# pc_sequencer_flat

pc_sequencer_flat, pin placement:
Scale: 2 px per µm. Pins as bars across the die edge, other pins in gray.
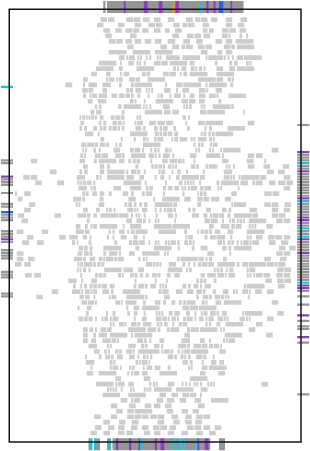

==> src/rtl/pc_sequencer_if.sv <==
// pc_sequencer_if: control inputs and PC/trap outputs of the program-counter sequencer
interface pc_sequencer_if #(parameter int NUM_IRQ = 4);
  logic               stall;
  logic [2:0]         pcsrc;
  logic               branch_taken;
  logic [15:0]        imm16;
  logic [25:0]        jidx;
  logic [31:0]        jr_target;
  logic               illegal_op;
  logic [NUM_IRQ-1:0] irq;
  logic [NUM_IRQ-1:0] irq_mask;
  logic [31:0]        pc;
  logic [31:0]        pc_plus4;
  logic [31:0]        epc;
  logic               kernel;
  logic               trap;
  logic               trap_irq;
  logic [2:0]         trap_id;
  logic [31:0]        link_value;
  logic [NUM_IRQ-1:0] pending;
  modport master (
    output stall, pcsrc, branch_taken, imm16, jidx, jr_target, illegal_op, irq, irq_mask,
    input  pc, pc_plus4, epc, kernel, trap, trap_irq, trap_id, link_value, pending
  );
  modport slave (
    input  stall, pcsrc, branch_taken, imm16, jidx, jr_target, illegal_op, irq, irq_mask,
    output pc, pc_plus4, epc, kernel, trap, trap_irq, trap_id, link_value, pending
  );
endinterface

==> src/rtl/pc_sequencer.sv <==
// pc_sequencer: PC/EPC register, next-PC select and irq/exception trap arbitration (PC_SEQ_VECTORED_IRQ_EN selects per-line vectors)
module pc_sequencer #(
  parameter int          NUM_IRQ      = 4,
  parameter logic [31:0] RESET_VECTOR = 32'h0000_0000,
  parameter logic [31:0] IRQ_VECTOR   = 32'h8000_0004,
  parameter logic [31:0] EXC_VECTOR   = 32'h8000_0008
) (
  input logic           clk,
  input logic           reset,
  pc_sequencer_if.slave bus
);
  logic [31:0]        pc_q, epc_q, pc_d, epc_d, pc_plus4, vector, br_target;
  logic [NUM_IRQ-1:0] pend_q, pend_d, irq_q, enabled, clr;
  logic [2:0]         id;
  logic               kernel, irq_take, exc_take;
  assign kernel    = pc_q[31];
  assign pc_plus4  = pc_q + 32'd4;
  assign br_target = pc_plus4 + {{14{bus.imm16[15]}}, bus.imm16, 2'b00};
  assign enabled   = pend_q & bus.irq_mask;
  assign irq_take  = ~reset & (|enabled) & ~kernel & ~bus.stall;
  assign exc_take  = ~reset & bus.illegal_op & ~kernel & ~bus.stall & ~irq_take;
`ifdef PC_SEQ_VECTORED_IRQ_EN
  assign vector = IRQ_VECTOR + {25'd0, id, 4'd0};
`else
  assign vector = IRQ_VECTOR;
`endif
  // lowest enabled index wins; only the serviced line is cleared
  always_comb begin
    id  = '0;
    clr = '0;
    for (int i = NUM_IRQ - 1; i >= 0; i--)
      if (enabled[i]) id = 3'(i);
    for (int i = 0; i < NUM_IRQ; i++)
      clr[i] = irq_take && (id == 3'(i));
  end
  assign pend_d = (pend_q | (bus.irq & ~irq_q)) & ~clr;
  assign epc_d  = irq_take ? pc_q : exc_take ? pc_plus4 : epc_q;
  assign pc_d   = bus.stall            ? pc_q :
                  irq_take             ? vector :
                  exc_take             ? EXC_VECTOR :
                  bus.pcsrc == 3'b001  ? (bus.branch_taken ? br_target : pc_plus4) :
                  bus.pcsrc == 3'b010  ? {pc_plus4[31:28], bus.jidx, 2'b00} :
                  bus.pcsrc == 3'b011  ? bus.jr_target :
                  bus.pcsrc == 3'b100  ? epc_q : pc_plus4;
  always_ff @(posedge clk or posedge reset) begin
    if (reset) begin
      pc_q   <= RESET_VECTOR;
      epc_q  <= '0;
      pend_q <= '0;
      irq_q  <= '0;
    end else begin
      pc_q   <= pc_d;
      epc_q  <= epc_d;
      pend_q <= pend_d;
      irq_q  <= bus.irq;
    end
  end
  assign bus.pc         = pc_q;
  assign bus.pc_plus4   = pc_plus4;
  assign bus.epc        = epc_q;
  assign bus.kernel     = kernel;
  assign bus.trap       = irq_take | exc_take;
  assign bus.trap_irq   = irq_take;
  assign bus.trap_id    = irq_take ? id : 3'd0;
  assign bus.link_value = irq_take ? pc_q : pc_plus4;
  assign bus.pending    = pend_q;
endmodule

==> src/flat_wrapper.sv <==
// flat-port wrapper written by rule: the top's interface ports become plain ports
module pc_sequencer_flat 
#(
  parameter int          NUM_IRQ      = 4,
  parameter logic [31:0] RESET_VECTOR = 32'h0000_0000,
  parameter logic [31:0] IRQ_VECTOR   = 32'h8000_0004,
  parameter logic [31:0] EXC_VECTOR   = 32'h8000_0008
)
  (clk, reset, bus_stall, bus_pcsrc, bus_branch_taken, bus_imm16, bus_jidx, bus_jr_target, bus_illegal_op, bus_irq, bus_irq_mask, bus_pc, bus_pc_plus4, bus_epc, bus_kernel, bus_trap, bus_trap_irq, bus_trap_id, bus_link_value, bus_pending);
  pc_sequencer_if #(.NUM_IRQ(NUM_IRQ)) bus_i ();
  input logic clk;
  input logic reset;
  input wire logic [$bits(bus_i.stall)-1:0] bus_stall;
  input wire logic [$bits(bus_i.pcsrc)-1:0] bus_pcsrc;
  input wire logic [$bits(bus_i.branch_taken)-1:0] bus_branch_taken;
  input wire logic [$bits(bus_i.imm16)-1:0] bus_imm16;
  input wire logic [$bits(bus_i.jidx)-1:0] bus_jidx;
  input wire logic [$bits(bus_i.jr_target)-1:0] bus_jr_target;
  input wire logic [$bits(bus_i.illegal_op)-1:0] bus_illegal_op;
  input wire logic [$bits(bus_i.irq)-1:0] bus_irq;
  input wire logic [$bits(bus_i.irq_mask)-1:0] bus_irq_mask;
  output wire logic [$bits(bus_i.pc)-1:0] bus_pc;
  output wire logic [$bits(bus_i.pc_plus4)-1:0] bus_pc_plus4;
  output wire logic [$bits(bus_i.epc)-1:0] bus_epc;
  output wire logic [$bits(bus_i.kernel)-1:0] bus_kernel;
  output wire logic [$bits(bus_i.trap)-1:0] bus_trap;
  output wire logic [$bits(bus_i.trap_irq)-1:0] bus_trap_irq;
  output wire logic [$bits(bus_i.trap_id)-1:0] bus_trap_id;
  output wire logic [$bits(bus_i.link_value)-1:0] bus_link_value;
  output wire logic [$bits(bus_i.pending)-1:0] bus_pending;
  assign bus_i.stall = bus_stall;
  assign bus_i.pcsrc = bus_pcsrc;
  assign bus_i.branch_taken = bus_branch_taken;
  assign bus_i.imm16 = bus_imm16;
  assign bus_i.jidx = bus_jidx;
  assign bus_i.jr_target = bus_jr_target;
  assign bus_i.illegal_op = bus_illegal_op;
  assign bus_i.irq = bus_irq;
  assign bus_i.irq_mask = bus_irq_mask;
  assign bus_pc = bus_i.pc;
  assign bus_pc_plus4 = bus_i.pc_plus4;
  assign bus_epc = bus_i.epc;
  assign bus_kernel = bus_i.kernel;
  assign bus_trap = bus_i.trap;
  assign bus_trap_irq = bus_i.trap_irq;
  assign bus_trap_id = bus_i.trap_id;
  assign bus_link_value = bus_i.link_value;
  assign bus_pending = bus_i.pending;
  pc_sequencer #(.NUM_IRQ(NUM_IRQ), .RESET_VECTOR(RESET_VECTOR), .IRQ_VECTOR(IRQ_VECTOR), .EXC_VECTOR(EXC_VECTOR)) u_core (.clk(clk), .reset(reset), .bus(bus_i));
endmodule
==> config.mk <==
export PLATFORM = sky130hd
export DESIGN_NAME = pc_sequencer_flat
export DESIGN_NICKNAME = d
export VERILOG_FILES = /design/src/rtl/pc_sequencer_if.sv /design/src/rtl/pc_sequencer.sv /design/src/flat_wrapper.sv
export SDC_FILE = /design/constraint.sdc
export NUM_CORES = 1
export LEC_CHECK = 0
export CAP_MARGIN = 40
export CORE_ASPECT_RATIO = 1.5
export CORE_MARGIN = 2
export CORE_UTILIZATION = 24
export CTS_CLUSTER_DIAMETER = 120
export DETAILED_ROUTE_END_ITERATION = 6
export GPL_TIMING_DRIVEN = 0
export PLACE_DENSITY = 0.57
export SYNTH_ARGS = -nofsm -noshare
export SYNTH_HDL_FRONTEND = slang
export SYNTH_SLANG_ARGS = --single-unit
==> constraint.sdc <==
create_clock -name clk -period 10.4 [get_ports clk]
set_input_delay 2.08 -clock clk [delete_from_list [all_inputs] [get_ports clk]]
set_output_delay 2.08 -clock clk [all_outputs]
set_load 0.03 [all_outputs]
# tt_um_array_multiplier_hhrb98

**config.mk**
```make
export PLATFORM = sky130hd
export DESIGN_NAME = tt_um_array_multiplier_hhrb98
export DESIGN_NICKNAME = d
export VERILOG_FILES = /design/src/rtl/tt_um_array_multiplier_hhrb98_pkg.sv /design/src/rtl/array_mult_fa.sv /design/src/rtl/tt_um_array_multiplier_hhrb98.sv
export SDC_FILE = /design/constraint.sdc
export NUM_CORES = 1
export LEC_CHECK = 0
export ABC_AREA = 1
export CORE_AREA = 4 4 41 43
export CTS_BUF_LIST = sky130_fd_sc_hd__clkbuf_2 sky130_fd_sc_hd__clkbuf_4 sky130_fd_sc_hd__clkbuf_8
export DETAILED_ROUTE_END_ITERATION = 8
export DIE_AREA = 0 0 45 47
export DONT_BUFFER_PORTS = 1
export GPL_TIMING_DRIVEN = 0
export PLACE_DENSITY = 0.74
export RECOVER_POWER = 50
export SETUP_SLACK_MARGIN = 0.2
export SYNTH_ARGS = -nofsm -noshare
export SYNTH_HDL_FRONTEND = slang
export SYNTH_SLANG_ARGS = --single-unit
```
**constraint.sdc**
```tcl
create_clock -name clk -period 4.45 [get_ports clk]
set_input_delay 0.445 -clock clk [delete_from_list [all_inputs] [get_ports clk]]
set_output_delay 0.445 -clock clk [all_outputs]
set_load 0.005 [all_outputs]
```
**src/rtl/tt_um_array_multiplier_hhrb98_pkg.sv**
```systemverilog
// Shared constants and the partial-product array type for the 4x4 array multiplier.
package tt_um_array_multiplier_hhrb98_pkg;

    localparam int OPW = 4;
    localparam int PW  = 8;

    // pp[i][j] = multiplicand bit j AND multiplier bit i; row i carries weight 2**i
    typedef logic [OPW-1:0][OPW-1:0] pp_array_t;

endpackage

```
**src/rtl/array_mult_fa.sv**
```systemverilog
// One-bit full adder cell; half-adder cells tie cin to 0.
module array_mult_fa (
    input  logic a,
    input  logic b,
    input  logic cin,
    output logic s,
    output logic cout
);

    logic ab_x;

    assign ab_x = a ^ b;
    assign s    = ab_x ^ cin;
    assign cout = (a & b) | (cin & ab_x);

endmodule

```
**src/rtl/tt_um_array_multiplier_hhrb98.sv**
```systemverilog
// Registered 4x4 unsigned array multiplier. Define MULT_INPUT_REG_EN to add an
// operand register stage ahead of the array (latency 2 instead of 1).
module tt_um_array_multiplier_hhrb98
    import tt_um_array_multiplier_hhrb98_pkg::*;
(
    input  logic          clk,
    input  logic          rst,
    input  logic          ena,
    input  logic [PW-1:0] ui_in,
    input  logic [PW-1:0] uio_in,
    output logic [PW-1:0] uo_out,
    output logic [PW-1:0] uio_out,
    output logic [PW-1:0] uio_oe
);

    logic [OPW-1:0] opnd_a;
    logic [OPW-1:0] opnd_b;
    logic           stage_vld;
    pp_array_t      pp;
    logic [PW-1:0]  prod;
    logic [PW-1:0]  prod_q;
    logic           valid_q;

`ifdef MULT_INPUT_REG_EN
    // NOTE: sequential state uses non-blocking assignments so every register samples pre-edge values.
    always_ff @(posedge clk) begin
        if (rst) begin
            opnd_a    <= '0;
            opnd_b    <= '0;
            stage_vld <= 1'b0;
        end else if (ena) begin
            opnd_a    <= ui_in[OPW-1:0];
            opnd_b    <= ui_in[PW-1:OPW];
            stage_vld <= 1'b1;
        end
    end
`else
    assign opnd_a    = ui_in[OPW-1:0];
    assign opnd_b    = ui_in[PW-1:OPW];
    assign stage_vld = 1'b1;
`endif

    for (genvar i = 0; i < OPW; i++) begin : g_pp_row
        for (genvar j = 0; j < OPW; j++) begin : g_pp_col
            assign pp[i][j] = opnd_a[j] & opnd_b[i];
        end
    end

    assign prod[0] = pp[0][0];

    // Each row adds the next partial product to the running sum shifted right by one;
    // the row's LSB retires as a product bit, the rest (with carry-out) feeds the next row.
    for (genvar r = 1; r < OPW; r++) begin : g_row
        logic [OPW-1:0] acc_in;
        logic [OPW-1:0] acc_out;

        if (r == 1) begin : g_first
            assign acc_in = {1'b0, pp[0][OPW-1:1]};
        end else begin : g_next
            assign acc_in = g_row[r-1].acc_out;
        end

        for (genvar c = 0; c < OPW; c++) begin : g_col
            logic cin;
            logic s;
            logic cout;

            if (c == 0) begin : g_ha
                assign cin = 1'b0;
            end else begin : g_fa
                assign cin = g_col[c-1].cout;
            end

            array_mult_fa u_fa (
                .a    (pp[r][c]),
                .b    (acc_in[c]),
                .cin  (cin),
                .s    (s),
                .cout (cout)
            );

            if (c == 0) begin : g_lsb
                assign prod[r] = s;
            end else begin : g_acc
                assign acc_out[c-1] = s;
            end
        end

        assign acc_out[OPW-1] = g_col[OPW-1].cout;
    end

    assign prod[PW-1:OPW] = g_row[OPW-1].acc_out;

    always_ff @(posedge clk) begin
        if (rst) begin
            prod_q  <= '0;
            valid_q <= 1'b0;
        end else if (ena) begin
            prod_q  <= prod;
            valid_q <= stage_vld;
        end
    end

    assign uo_out  = prod_q;
    assign uio_out = {7'b0, valid_q};
    assign uio_oe  = 8'h01;

    logic unused_uio;
    assign unused_uio = &{1'b0, uio_in};

endmodule

```
# regfile_arbiter_flat

`src/rtl/regfile_arbiter_if.sv`:
```
// Bus bundle between the two requesters, the arbiter and the register_unit.
// With REGFILE_ARB_LOCK_EN defined, lock0/lock1 are added to the requester side.
interface regfile_arbiter_if #(
  parameter int DATA_WIDTH = 8,
  parameter int ADDR_WIDTH = 4
);
  // requester 0
  logic                  req0;
  logic                  we0;
  logic [ADDR_WIDTH-1:0] addr0;
  logic [DATA_WIDTH-1:0] wdata0;
  logic                  gnt0;
  logic                  rvalid0;
  // requester 1
  logic                  req1;
  logic                  we1;
  logic [ADDR_WIDTH-1:0] addr1;
  logic [DATA_WIDTH-1:0] wdata1;
  logic                  gnt1;
  logic                  rvalid1;
`ifdef REGFILE_ARB_LOCK_EN
  logic                  lock0;
  logic                  lock1;
`endif
  // shared read return
  logic [DATA_WIDTH-1:0] rdata;
  // register_unit side
  logic                  ru_load;
  logic                  ru_store;
  logic [ADDR_WIDTH-1:0] ru_load_addr;
  logic [ADDR_WIDTH-1:0] ru_store_addr;
  logic [DATA_WIDTH-1:0] ru_data_in;
  logic [DATA_WIDTH-1:0] ru_data_out;

  // Requesters plus register_unit environment
  modport master (
    output req0, we0, addr0, wdata0,
    output req1, we1, addr1, wdata1,
`ifdef REGFILE_ARB_LOCK_EN
    output lock0, lock1,
`endif
    output ru_data_out,
    input  gnt0, rvalid0, gnt1, rvalid1, rdata,
    input  ru_load, ru_store, ru_load_addr, ru_store_addr, ru_data_in
  );

  // The arbiter itself
  modport slave (
    input  req0, we0, addr0, wdata0,
    input  req1, we1, addr1, wdata1,
`ifdef REGFILE_ARB_LOCK_EN
    input  lock0, lock1,
`endif
    input  ru_data_out,
    output gnt0, rvalid0, gnt1, rvalid1, rdata,
    output ru_load, ru_store, ru_load_addr, ru_store_addr, ru_data_in
  );
endinterface

```
`src/rtl/regfile_arbiter.sv`:
```
// Two-port round-robin arbiter/sequencer in front of the 16x8 register_unit.
// One command is issued per cycle; reads return 2 cycles after the handshake
// edge through a (valid, id) shift pipeline aligned with ru_data_out.
// Optional feature macro: REGFILE_ARB_LOCK_EN (lock0/lock1 pin arbitration
// to one requester for atomic read-modify-write sequences).
module regfile_arbiter #(
  parameter int DATA_WIDTH = 8,
  parameter int ADDR_WIDTH = 4
) (
  input logic          clock,
  input logic          reset,
  regfile_arbiter_if.slave bus
);

  localparam int NREQ = 2;

  // Requester signals gathered into vectors so both ports share one datapath
  logic [NREQ-1:0]       req_vec;
  logic [NREQ-1:0]       we_vec;
  logic [NREQ-1:0]       allow_vec;
  logic [NREQ-1:0]       gnt_vec;
  logic [NREQ-1:0]       rvalid_vec;
  logic [ADDR_WIDTH-1:0] addr_arr  [NREQ];
  logic [DATA_WIDTH-1:0] wdata_arr [NREQ];

  assign req_vec      = {bus.req1, bus.req0};
  assign we_vec       = {bus.we1, bus.we0};
  assign addr_arr[0]  = bus.addr0;
  assign addr_arr[1]  = bus.addr1;
  assign wdata_arr[0] = bus.wdata0;
  assign wdata_arr[1] = bus.wdata1;

  // Round-robin pointer: 0 favours requester 0, 1 favours requester 1
  logic ptr_reg, ptr_next;

  // Issue stage registers
  logic                  load_reg, load_next;
  logic                  store_reg, store_next;
  logic [ADDR_WIDTH-1:0] load_addr_reg, load_addr_next;
  logic [ADDR_WIDTH-1:0] store_addr_reg, store_addr_next;
  logic [DATA_WIDTH-1:0] data_in_reg, data_in_next;

  // Read return pipeline: index 0 is the issue stage, index 1 drives rvalid
  logic [1:0] pipe_valid_reg, pipe_valid_next;
  logic [1:0] pipe_id_reg, pipe_id_next;

  // Selected command for the current transfer
  logic                  xfer;
  logic                  sel;
  logic                  sel_we;
  logic [ADDR_WIDTH-1:0] sel_addr;
  logic [DATA_WIDTH-1:0] sel_wdata;

`ifdef REGFILE_ARB_LOCK_EN
  typedef enum logic [1:0] {
    LOCK_NONE = 2'd0,
    LOCK_REQ0 = 2'd1,
    LOCK_REQ1 = 2'd2
  } lock_state_t;

  lock_state_t     lock_state_reg, lock_state_next;
  logic [NREQ-1:0] lock_vec;

  assign lock_vec = {bus.lock1, bus.lock0};

  // While locked, only the owner may compete for the grant
  always_comb begin
    allow_vec = req_vec;
    case (lock_state_reg)
      LOCK_REQ0: allow_vec = req_vec & 2'b01;
      LOCK_REQ1: allow_vec = req_vec & 2'b10;
      default:   allow_vec = req_vec;
    endcase
  end

  // Lock follows the lock bit of each transfer; unlocking transfer releases it
  always_comb begin
    lock_state_next = lock_state_reg;
    if (xfer) begin
      if (lock_vec[sel]) begin
        lock_state_next = sel ? LOCK_REQ1 : LOCK_REQ0;
      end else begin
        lock_state_next = LOCK_NONE;
      end
    end
  end

  // Lock state register
  always_ff @(posedge clock) begin
    if (reset) begin
      lock_state_reg <= LOCK_NONE;
    end else begin
      lock_state_reg <= lock_state_next;
    end
  end
`else
  assign allow_vec = req_vec;
`endif

  // Combinational grant: sole requester wins, contention resolved by pointer
  always_comb begin
    gnt_vec = '0;
    if (&allow_vec) begin
      gnt_vec[ptr_reg] = 1'b1;
    end else begin
      gnt_vec = allow_vec;
    end
  end

  assign xfer      = |gnt_vec;
  assign sel       = gnt_vec[1];
  assign sel_we    = we_vec[sel];
  assign sel_addr  = addr_arr[sel];
  assign sel_wdata = wdata_arr[sel];

  // Next-state for pointer, issue stage and read pipeline
  always_comb begin
    ptr_next        = ptr_reg;
    load_next       = 1'b0;
    store_next      = 1'b0;
    load_addr_next  = load_addr_reg;
    store_addr_next = store_addr_reg;
    data_in_next    = data_in_reg;
    pipe_valid_next = {pipe_valid_reg[0], 1'b0};
    pipe_id_next    = {pipe_id_reg[0], 1'b0};
    if (xfer) begin
      ptr_next = ~sel;
      if (sel_we) begin
        store_next      = 1'b1;
        store_addr_next = sel_addr;
        data_in_next    = sel_wdata;
      end else begin
        load_next          = 1'b1;
        load_addr_next     = sel_addr;
        pipe_valid_next[0] = 1'b1;
        pipe_id_next[0]    = sel;
      end
    end
  end

  // State registers; reset also drops any in-flight reads
  always_ff @(posedge clock) begin
    if (reset) begin
      ptr_reg        <= 1'b0;
      load_reg       <= 1'b0;
      store_reg      <= 1'b0;
      load_addr_reg  <= '0;
      store_addr_reg <= '0;
      data_in_reg    <= '0;
      pipe_valid_reg <= '0;
      pipe_id_reg    <= '0;
    end else begin
      ptr_reg        <= ptr_next;
      load_reg       <= load_next;
      store_reg      <= store_next;
      load_addr_reg  <= load_addr_next;
      store_addr_reg <= store_addr_next;
      data_in_reg    <= data_in_next;
      pipe_valid_reg <= pipe_valid_next;
      pipe_id_reg    <= pipe_id_next;
    end
  end

  // Per-requester read-valid decode from the last pipeline stage
  for (genvar gi = 0; gi < NREQ; gi++) begin : g_rvalid
    assign rvalid_vec[gi] = pipe_valid_reg[1] & (pipe_id_reg[1] == 1'(gi));
  end

  assign bus.gnt0          = gnt_vec[0];
  assign bus.gnt1          = gnt_vec[1];
  assign bus.rvalid0       = rvalid_vec[0];
  assign bus.rvalid1       = rvalid_vec[1];
  assign bus.rdata         = bus.ru_data_out;
  assign bus.ru_load       = load_reg;
  assign bus.ru_store      = store_reg;
  assign bus.ru_load_addr  = load_addr_reg;
  assign bus.ru_store_addr = store_addr_reg;
  assign bus.ru_data_in    = data_in_reg;

endmodule

```
`src/flat_wrapper.sv`:
```
// flat-port wrapper written by rule: the top's interface ports become plain ports
module regfile_arbiter_flat 
#(
  parameter int DATA_WIDTH = 8,
  parameter int ADDR_WIDTH = 4
)
  (clock, reset, bus_req0, bus_we0, bus_addr0, bus_wdata0, bus_req1, bus_we1, bus_addr1, bus_wdata1, bus_ru_data_out, bus_gnt0, bus_rvalid0, bus_gnt1, bus_rvalid1, bus_rdata, bus_ru_load, bus_ru_store, bus_ru_load_addr, bus_ru_store_addr, bus_ru_data_in);
  regfile_arbiter_if #(.DATA_WIDTH(DATA_WIDTH), .ADDR_WIDTH(ADDR_WIDTH)) bus_i ();
  input logic clock;
  input logic reset;
  input wire logic [$bits(bus_i.req0)-1:0] bus_req0;
  input wire logic [$bits(bus_i.we0)-1:0] bus_we0;
  input wire logic [$bits(bus_i.addr0)-1:0] bus_addr0;
  input wire logic [$bits(bus_i.wdata0)-1:0] bus_wdata0;
  input wire logic [$bits(bus_i.req1)-1:0] bus_req1;
  input wire logic [$bits(bus_i.we1)-1:0] bus_we1;
  input wire logic [$bits(bus_i.addr1)-1:0] bus_addr1;
  input wire logic [$bits(bus_i.wdata1)-1:0] bus_wdata1;
  input wire logic [$bits(bus_i.ru_data_out)-1:0] bus_ru_data_out;
  output wire logic [$bits(bus_i.gnt0)-1:0] bus_gnt0;
  output wire logic [$bits(bus_i.rvalid0)-1:0] bus_rvalid0;
  output wire logic [$bits(bus_i.gnt1)-1:0] bus_gnt1;
  output wire logic [$bits(bus_i.rvalid1)-1:0] bus_rvalid1;
  output wire logic [$bits(bus_i.rdata)-1:0] bus_rdata;
  output wire logic [$bits(bus_i.ru_load)-1:0] bus_ru_load;
  output wire logic [$bits(bus_i.ru_store)-1:0] bus_ru_store;
  output wire logic [$bits(bus_i.ru_load_addr)-1:0] bus_ru_load_addr;
  output wire logic [$bits(bus_i.ru_store_addr)-1:0] bus_ru_store_addr;
  output wire logic [$bits(bus_i.ru_data_in)-1:0] bus_ru_data_in;
  assign bus_i.req0 = bus_req0;
  assign bus_i.we0 = bus_we0;
  assign bus_i.addr0 = bus_addr0;
  assign bus_i.wdata0 = bus_wdata0;
  assign bus_i.req1 = bus_req1;
  assign bus_i.we1 = bus_we1;
  assign bus_i.addr1 = bus_addr1;
  assign bus_i.wdata1 = bus_wdata1;
  assign bus_i.ru_data_out = bus_ru_data_out;
  assign bus_gnt0 = bus_i.gnt0;
  assign bus_rvalid0 = bus_i.rvalid0;
  assign bus_gnt1 = bus_i.gnt1;
  assign bus_rvalid1 = bus_i.rvalid1;
  assign bus_rdata = bus_i.rdata;
  assign bus_ru_load = bus_i.ru_load;
  assign bus_ru_store = bus_i.ru_store;
  assign bus_ru_load_addr = bus_i.ru_load_addr;
  assign bus_ru_store_addr = bus_i.ru_store_addr;
  assign bus_ru_data_in = bus_i.ru_data_in;
  regfile_arbiter #(.DATA_WIDTH(DATA_WIDTH), .ADDR_WIDTH(ADDR_WIDTH)) u_core (.clock(clock), .reset(reset), .bus(bus_i));
endmodule
```
`config.mk`:
```
export PLATFORM = sky130hd
export DESIGN_NAME = regfile_arbiter_flat
export DESIGN_NICKNAME = d
export VERILOG_FILES = /design/src/rtl/regfile_arbiter_if.sv /design/src/rtl/regfile_arbiter.sv /design/src/flat_wrapper.sv
export SDC_FILE = /design/constraint.sdc
export NUM_CORES = 1
export LEC_CHECK = 0
export ABC_AREA = 1
export CAP_MARGIN = 20
export CORE_MARGIN = 4
export CORE_UTILIZATION = 35
export CTS_CLUSTER_DIAMETER = 30
export CTS_CLUSTER_SIZE = 10
export DETAILED_ROUTE_END_ITERATION = 12
export PLACE_DENSITY_LB_ADDON = 0.12
export SYNTH_ARGS = -nofsm -noshare
export SYNTH_HDL_FRONTEND = slang
export SYNTH_SLANG_ARGS = --single-unit
```
`constraint.sdc`:
```
create_clock -name clock -period 1.3 [get_ports clock]
set_clock_uncertainty 0.15 [all_clocks]
set_input_delay 0.325 -clock clock [delete_from_list [all_inputs] [get_ports clock]]
set_output_delay 0.325 -clock clock [all_outputs]
set_load 0.02 [all_outputs]
```
# lut_prod_accumulator

`src/rtl/lut_prod_accumulator.sv`:
```
// lut_prod_accumulator
// Sums N_TERMS consecutive 16-bit products from the LUT multiplier and
// presents the total on a registered valid/ready output. clear_i aborts the
// current accumulation or result in any state.
// Optional feature macro: ACC_SAT_EN (saturating add with sticky ovf_o).
// Without the macro the add wraps modulo 2^ACC_W and ovf_o is tied low.
//
// state      | meaning
// ST_COLLECT | accepting products, acc_q holds the running partial sum
// ST_HOLD    | full sum presented on acc_o, waiting for acc_ready_i
module lut_prod_accumulator #(
    parameter int  N_TERMS = 8,
    parameter int  ACC_W   = 19,
    localparam int CNT_W   = $clog2(N_TERMS + 1)
) (
    input  logic             clk,
    input  logic             rst_n,
    input  logic             clear_i,
    input  logic [15:0]      prod_i,
    input  logic             prod_valid_i,
    output logic             prod_ready_o,
    output logic [ACC_W-1:0] acc_o,
    output logic             acc_valid_o,
    input  logic             acc_ready_i,
    output logic [CNT_W-1:0] term_cnt_o,
    output logic             ovf_o
);

    typedef enum logic {ST_COLLECT, ST_HOLD} state_t;

    state_t           state_q, state_d;
    logic [ACC_W-1:0] acc_q, acc_d;
    logic [CNT_W-1:0] cnt_q, cnt_d;
    logic [ACC_W-1:0] acc_sum;
    logic             prod_hs;
    logic             out_hs;
    logic             last_term;

    assign prod_hs   = prod_valid_i && prod_ready_o;
    assign out_hs    = acc_valid_o && acc_ready_i;
    assign last_term = (cnt_q == CNT_W'(N_TERMS - 1));

`ifdef ACC_SAT_EN
    logic [ACC_W:0] prod_ext;
    logic [ACC_W:0] sum_wide;
    logic           sat_hit;
    logic           ovf_q, ovf_d;

    // Add one bit of headroom, then clamp to all-ones when it is used.
    always_comb begin
        prod_ext       = '0;
        prod_ext[15:0] = prod_i;
        sum_wide       = {1'b0, acc_q} + prod_ext;
        sat_hit        = sum_wide[ACC_W];
        acc_sum        = sat_hit ? '1 : sum_wide[ACC_W-1:0];
    end

    // Sticky overflow flag; cleared with the result it belongs to.
    always_comb begin
        ovf_d = ovf_q;
        if (clear_i || out_hs) begin
            ovf_d = 1'b0;
        end else if (prod_hs && sat_hit) begin
            ovf_d = 1'b1;
        end
    end

    // Overflow flag register.
    always_ff @(posedge clk or negedge rst_n) begin
        if (!rst_n) begin
            ovf_q <= 1'b0;
        end else begin
            ovf_q <= ovf_d;
        end
    end

    assign ovf_o = ovf_q;
`else
    logic [ACC_W-1:0] prod_ext;

    // Zero-extend the product and wrap on overflow.
    always_comb begin
        prod_ext       = '0;
        prod_ext[15:0] = prod_i;
        acc_sum        = acc_q + prod_ext;
    end

    assign ovf_o = 1'b0;
`endif

    // State register.
    always_ff @(posedge clk or negedge rst_n) begin
        if (!rst_n) begin
            state_q <= ST_COLLECT;
        end else begin
            state_q <= state_d;
        end
    end

    // Next-state logic; clear_i overrides everything and returns to collect.
    always_comb begin
        state_d = state_q;
        if (clear_i) begin
            state_d = ST_COLLECT;
        end else begin
            case (state_q)
                ST_COLLECT: if (prod_hs && last_term) state_d = ST_HOLD;
                ST_HOLD:    if (acc_ready_i)          state_d = ST_COLLECT;
                default:    state_d = ST_COLLECT;
            endcase
        end
    end

    // Handshake outputs decoded from the registered state.
    always_comb begin
        prod_ready_o = 1'b0;
        acc_valid_o  = 1'b0;
        case (state_q)
            ST_COLLECT: prod_ready_o = !clear_i;
            ST_HOLD:    acc_valid_o  = 1'b1;
            default:    prod_ready_o = 1'b0;
        endcase
    end

    // Accumulator and term counter next values.
    always_comb begin
        acc_d = acc_q;
        cnt_d = cnt_q;
        if (clear_i || out_hs) begin
            acc_d = '0;
            cnt_d = '0;
        end else if (prod_hs) begin
            acc_d = acc_sum;
            cnt_d = cnt_q + CNT_W'(1);
        end
    end

    // Datapath registers.
    always_ff @(posedge clk or negedge rst_n) begin
        if (!rst_n) begin
            acc_q <= '0;
            cnt_q <= '0;
        end else begin
            acc_q <= acc_d;
            cnt_q <= cnt_d;
        end
    end

    assign acc_o      = acc_q;
    assign term_cnt_o = cnt_q;

endmodule

```
`config.mk`:
```
export PLATFORM = sky130hd
export DESIGN_NAME = lut_prod_accumulator
export DESIGN_NICKNAME = d
export VERILOG_FILES = /design/src/rtl/lut_prod_accumulator.sv
export SDC_FILE = /design/constraint.sdc
export NUM_CORES = 1
export LEC_CHECK = 0
export ABC_AREA = 0
export CORE_MARGIN = 2
export CORE_UTILIZATION = 44
export DETAILED_ROUTE_END_ITERATION = 16
export GPL_ROUTABILITY_DRIVEN = 0
export GPL_TIMING_DRIVEN = 0
export PLACE_DENSITY = 0.82
export SLEW_MARGIN = 20
export SYNTH_ARGS = -nofsm -noshare
export SYNTH_HDL_FRONTEND = slang
export SYNTH_SLANG_ARGS = --single-unit
```
`constraint.sdc`:
```
create_clock -name clk -period 2.98 [get_ports clk]
set_clock_uncertainty 0.1 [all_clocks]
set_input_delay 0.447 -clock clk [delete_from_list [all_inputs] [get_ports clk]]
set_output_delay 0.447 -clock clk [all_outputs]
set_load 0.05 [all_outputs]
```
tt_um_array_multiplier_hhrb98, zoomed window:
Window x 10 to 35, y 2 to 27 µm. Cells in gray, sequential cells in the stronger gray; small squares are vias.
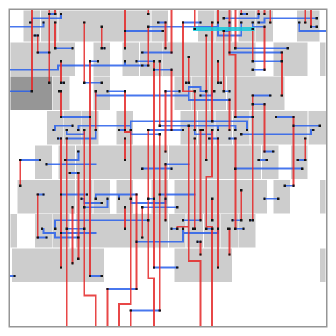
[blue] metal 1
[red] metal 2
[cyan] metal 3
most frequent: inv_1 (19), nand2_1 (15), fa_1 (8)
sequential cells in the window: 0
cells with their middle in the window: 54

==> flow_summary.yaml, tt_um_array_multiplier_hhrb98 <==
# flow metrics
outcome:
  status: "completed"
drt:
  antenna_left: 0
  detailedRoute.firstPassIterationCount: 4
floorplan:
  die.size.x_um: 45
  io_pins: 43
logic_synthesis:
  ys_sh_adder: 0.271
  postSynthRegisterBits: 9
  syn-mean-instance-area_um2: 7.53
  yosys_area_um2: 776
  synth-main-ff-cell: "sky130_fd_sc_hd__dfxtp_1"
global_routing:
  met3_usage: 0.0498
cells_and_area:
  fin_area_um2: 873
  antenna-diode-count: 0
  largest_reg_flops: 8
  signal_buffers: 17
  seq-cell-share: 0.206
  layout.clock.cell_area_share: 0.0344
min_path:
  holdPathStages: 1
pwr:
  clkPwrFrac: 0.316
worst_setup_path:
  cp_slowest_cell: "sky130_fd_sc_hd__fa_1"
  worst-path-stages: 16
  reg2reg_depth: 2
clock_tree:
  cts_max_path_buffers: 2
  root_buffer: "sky130_fd_sc_hd__clkbuf_4"
  hold_bufs_inserted_after_cts: 0
timing:
  period_used_share: 0.804
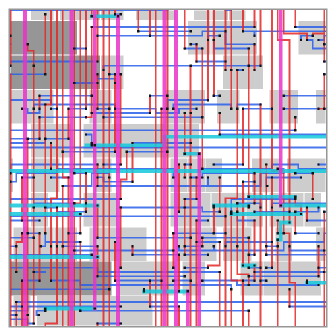
pc_sequencer_flat: zoomed window
Window x 60 to 85, y 52 to 77 µm. Cells in gray, sequential cells in the stronger gray; small squares are vias.
[blue] metal 1
[red] metal 2
[magenta] metal 4
[cyan] metal 3
most frequent: nand2_1 (7)
sequential cells in the window: 3
cells with their middle in the window: 42
netlist names of flops here include: `u_core.bus.pc` (3)

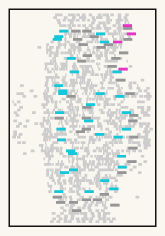
pc_sequencer_flat: where the registers sit
Scale: 1 px per µm. Other sequential cells in the stronger gray, the rest of the logic in the fainter gray.
[cyan] `u_core.bus.pc` | sequential cells: 32
[magenta] `u_core.irq_q` | sequential cells: 4 | where: upper right

About 'pin placement' of pc_sequencer_flat:
[orange] `reset` | pins: 1 | direction: input | edge: top
[cyan] `bus_imm16` | pins: 16 | direction: input | edge: 9 bottom, 5 right, 1 top, 1 left
[purple] `bus_epc` | pins: 32 | direction: output | edge: 11 right, 10 top, 9 bottom, 2 left
[blue] `bus_trap_id` | pins: 3 | direction: output | edge: 2 top, 1 left
all pins by edge: 75 top, 63 bottom, 62 right, 28 left

==> flow_summary.yaml, pc_sequencer_flat <==
# flow metrics
outcome:
  status: "completed"
clock_tree:
  cts_repair_resize_count: 0
logic_synthesis:
  top_cell_area_share: 0.251
  synth-cells-yosys: 949
  ys_warn_count: 0
worst_setup_path:
  critical_path.cell_chain: "clkdlybuf4s50_1, nor3_2, o21ai_1, buf_4, inv_2, buf_1, nor2_1, xor2_1, clkdlybuf4s50_1"
  crit_path_max_incr_delay_ns: 0.71
  worstSetupEndpoint: "bus_link_value[5]"
  setup.worst_path.end_class: "output pin"
cells_and_area:
  multi_input_comb_area_mm2: 0.00491
  fin_area_mm2: 0.0103
  seq-cell-share: 0.176
  seqCellArea_mm2: 0.00180
drt:
  detailroute.via_count: 8311
  detailedRoute.firstPassIterationCount: 7
  viasPerCell: 5.23
pwr:
  power.density_cell_area_mw_per_mm2: 208
  seq_power_share: 0.226
timing:
  timing.hold.ws_ns: 0.444
  fin_crit_period_ns: 7.29
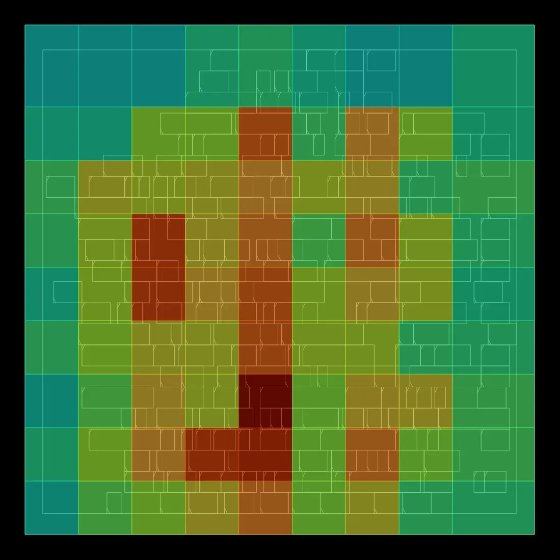
lut_prod_accumulator: routing congestion
busiest grt layer: met2
Wirelength per Cell: 13.9 µm
Core Util, Final: 0.619

==> flow_summary.yaml, lut_prod_accumulator <==
# flow metrics
outcome:
  status: "completed"
worst_setup_path:
  reg2reg_slack_ns: 0.35
  crit_path_max_incr_delay_ns: 0.42
  worstSetupStartpoint: "prod_i[0]"
  cp_slowest_cell: "sky130_fd_sc_hd__clkdlybuf4s50_1"
  cp_num_buf_inv: 1
  critPathLaunchType: "primary input"
clock_tree:
  clkSinkCount: 24
  cts_max_path_buffers: 2
  htreeDepth: 1
timing:
  relSlewSlack: 0.586
  period_used_share: 0.943
logic_synthesis:
  muxShareOfSynthArea: 0
  synth_dominant_cell_count: "sky130_fd_sc_hd__dfrtp_1"
place:
  place_inst: 266
cells_and_area:
  signal_buffers: 52
  area_growth_syn_to_layout_pct: 34.9
  clkbuf_count: 3
floorplan:
  placeableCoreArea_mm2: 0.00366
  floorplanUtilization: 0.459
  io_pins: 47
pwr:
  power.density_cell_area_mw_per_mm2: 700
  switching_power_mw: 0.685
run:
  timing.max_cap.violations: 0
  tool_warnings: 26
min_path:
  hold_class: "primary input to asynchronous set/reset pin"
global_routing:
  antenna_found_initial: 0
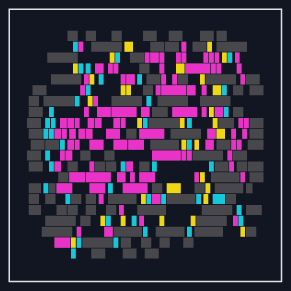
regfile_arbiter_flat: gate families picked out
Scale: 4 px per µm.
[yellow] nor cells | cells: 30
[cyan] inv cells | cells: 42
[magenta] nand cells | cells: 93

==> flow_summary.yaml, regfile_arbiter_flat <==
# flow metrics
logic_synthesis:
  muxShareOfSynthArea: 0
  share_of_async_settable_or_async_resettable_flops_after_synthesis: 0
  postSynthRegisterBits: 22
  post_synth_most_frequent_cells: "sky130_fd_sc_hd__nand2_1, sky130_fd_sc_hd__inv_1, sky130_fd_sc_hd__nor2_1, sky130_fd_sc_hd__dfxtp_1, sky130_fd_sc_hd__nand3_1"
  yosysUniqueCellTypes: 17
cells_and_area:
  multi_input_comb_area_um2: 717
  fin_area_mm2: 0.00209
  final.signal_inverter_count: 42
  layout_cell_share_with_drive_strength_beyond_1: 0.376
pwr:
  power.largest_group: "registers"
  clkPwrFrac: 0.171
  clockNetworkPower_mw: 0.311
drt:
  drc: 0
  detailroute.via_count: 1322
  detailedRoute.firstPassIterationCount: 4
outcome:
  status: "finished, violations left"
  violations: "negative setup slack"
worst_setup_path:
  r2r-end: "u_core.bus.ru_data_in[6]$_SDFFE_PP0P_"
  worstSetupEndpoint: "bus_gnt1"
  reg2reg_depth: 9
  worstReg2RegStart: "u_core.ptr_reg$_SDFFE_PP0P_"
place:
  numPortBuffers: 51
clock_tree:
  root_buffer: "sky130_fd_sc_hd__clkbuf_4"
timing:
  finalSetupViolations: 22
  setup_slack_ns: -0.219
  timing.final.max_slew_violations: 0
global_routing:
  grt_ovf: 0
  via_count_of_the_first_global_routing_pass: 1165

==> gallery <==
Pin placement.
panel A
Scale: 10 px per µm. Pins as bars across the die edge, other pins in gray.
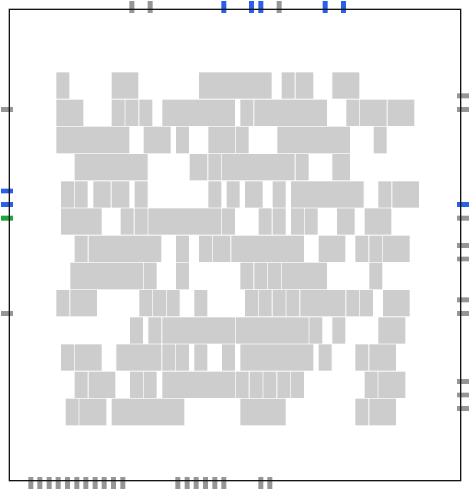
panel B
Scale: 6 px per µm. Pins as bars across the die edge, other pins in gray.
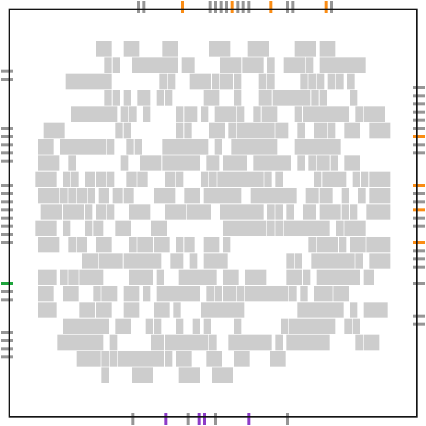
panel C
Scale: 8 px per µm. Pins as bars across the die edge, other pins in gray.
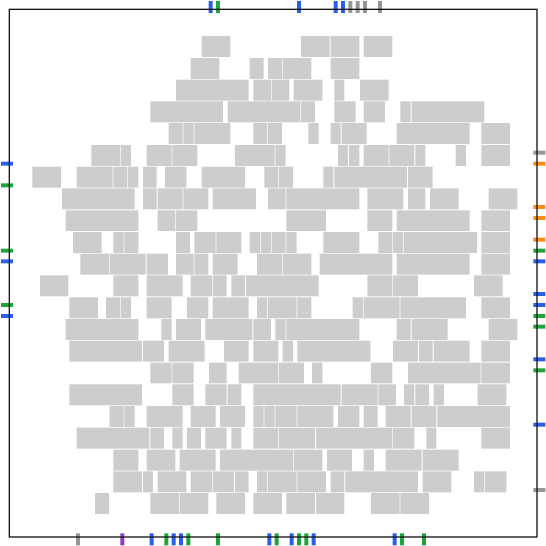
| picture | from |
|---|---|
| panel C | lut_prod_accumulator |
| panel A | tt_um_array_multiplier_hhrb98 |
| panel B | regfile_arbiter_flat |
Of these, smallest die: panel A
Of these, most pins: panel B

Key to panel B:
[purple] `bus_ru_load_addr` | pins: 4 | direction: output | edge: bottom
[green] `bus_req0` | pins: 1 | direction: input | edge: left
[orange] `bus_ru_data_in` | pins: 8 | direction: output | edge: 4 top, 4 right
all pins by edge: 22 left, 22 right, 16 top, 8 bottom



==> layout pictures side by side <==
Routing congestion.
Plate I
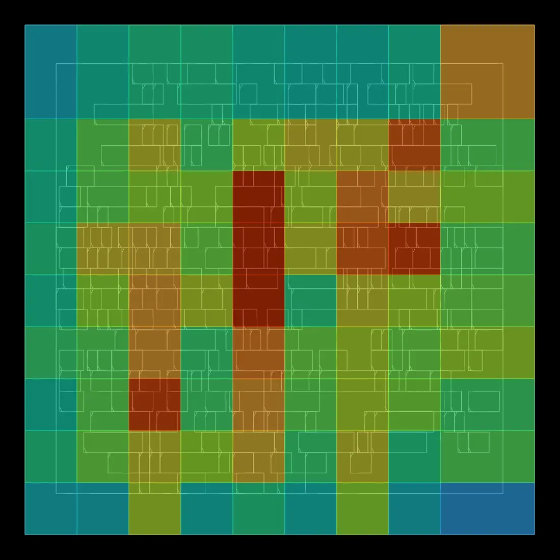
Plate II
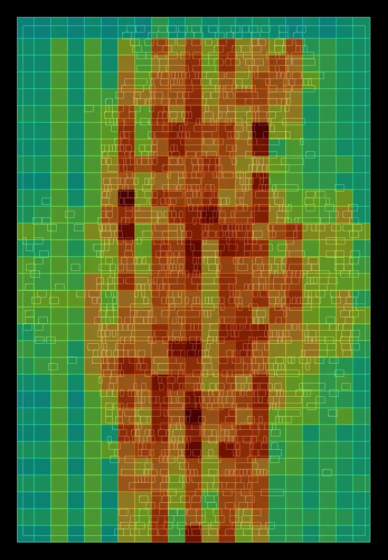
Plate III
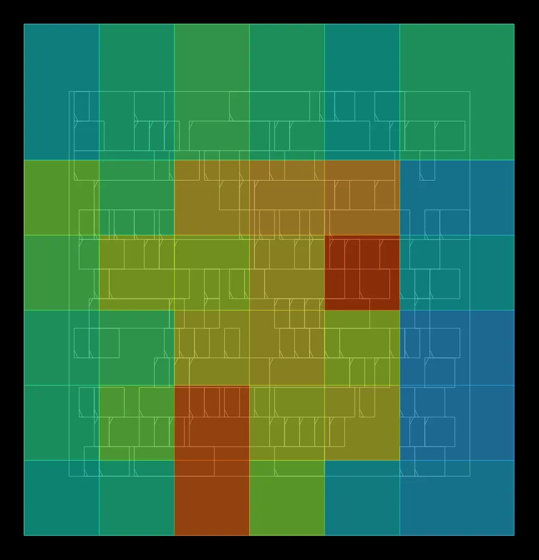
regfile_arbiter_flat is Plate I.
tt_um_array_multiplier_hhrb98 is Plate III.
pc_sequencer_flat is Plate II.

No activity file was given, so power comes from the tool's default toggle rates.
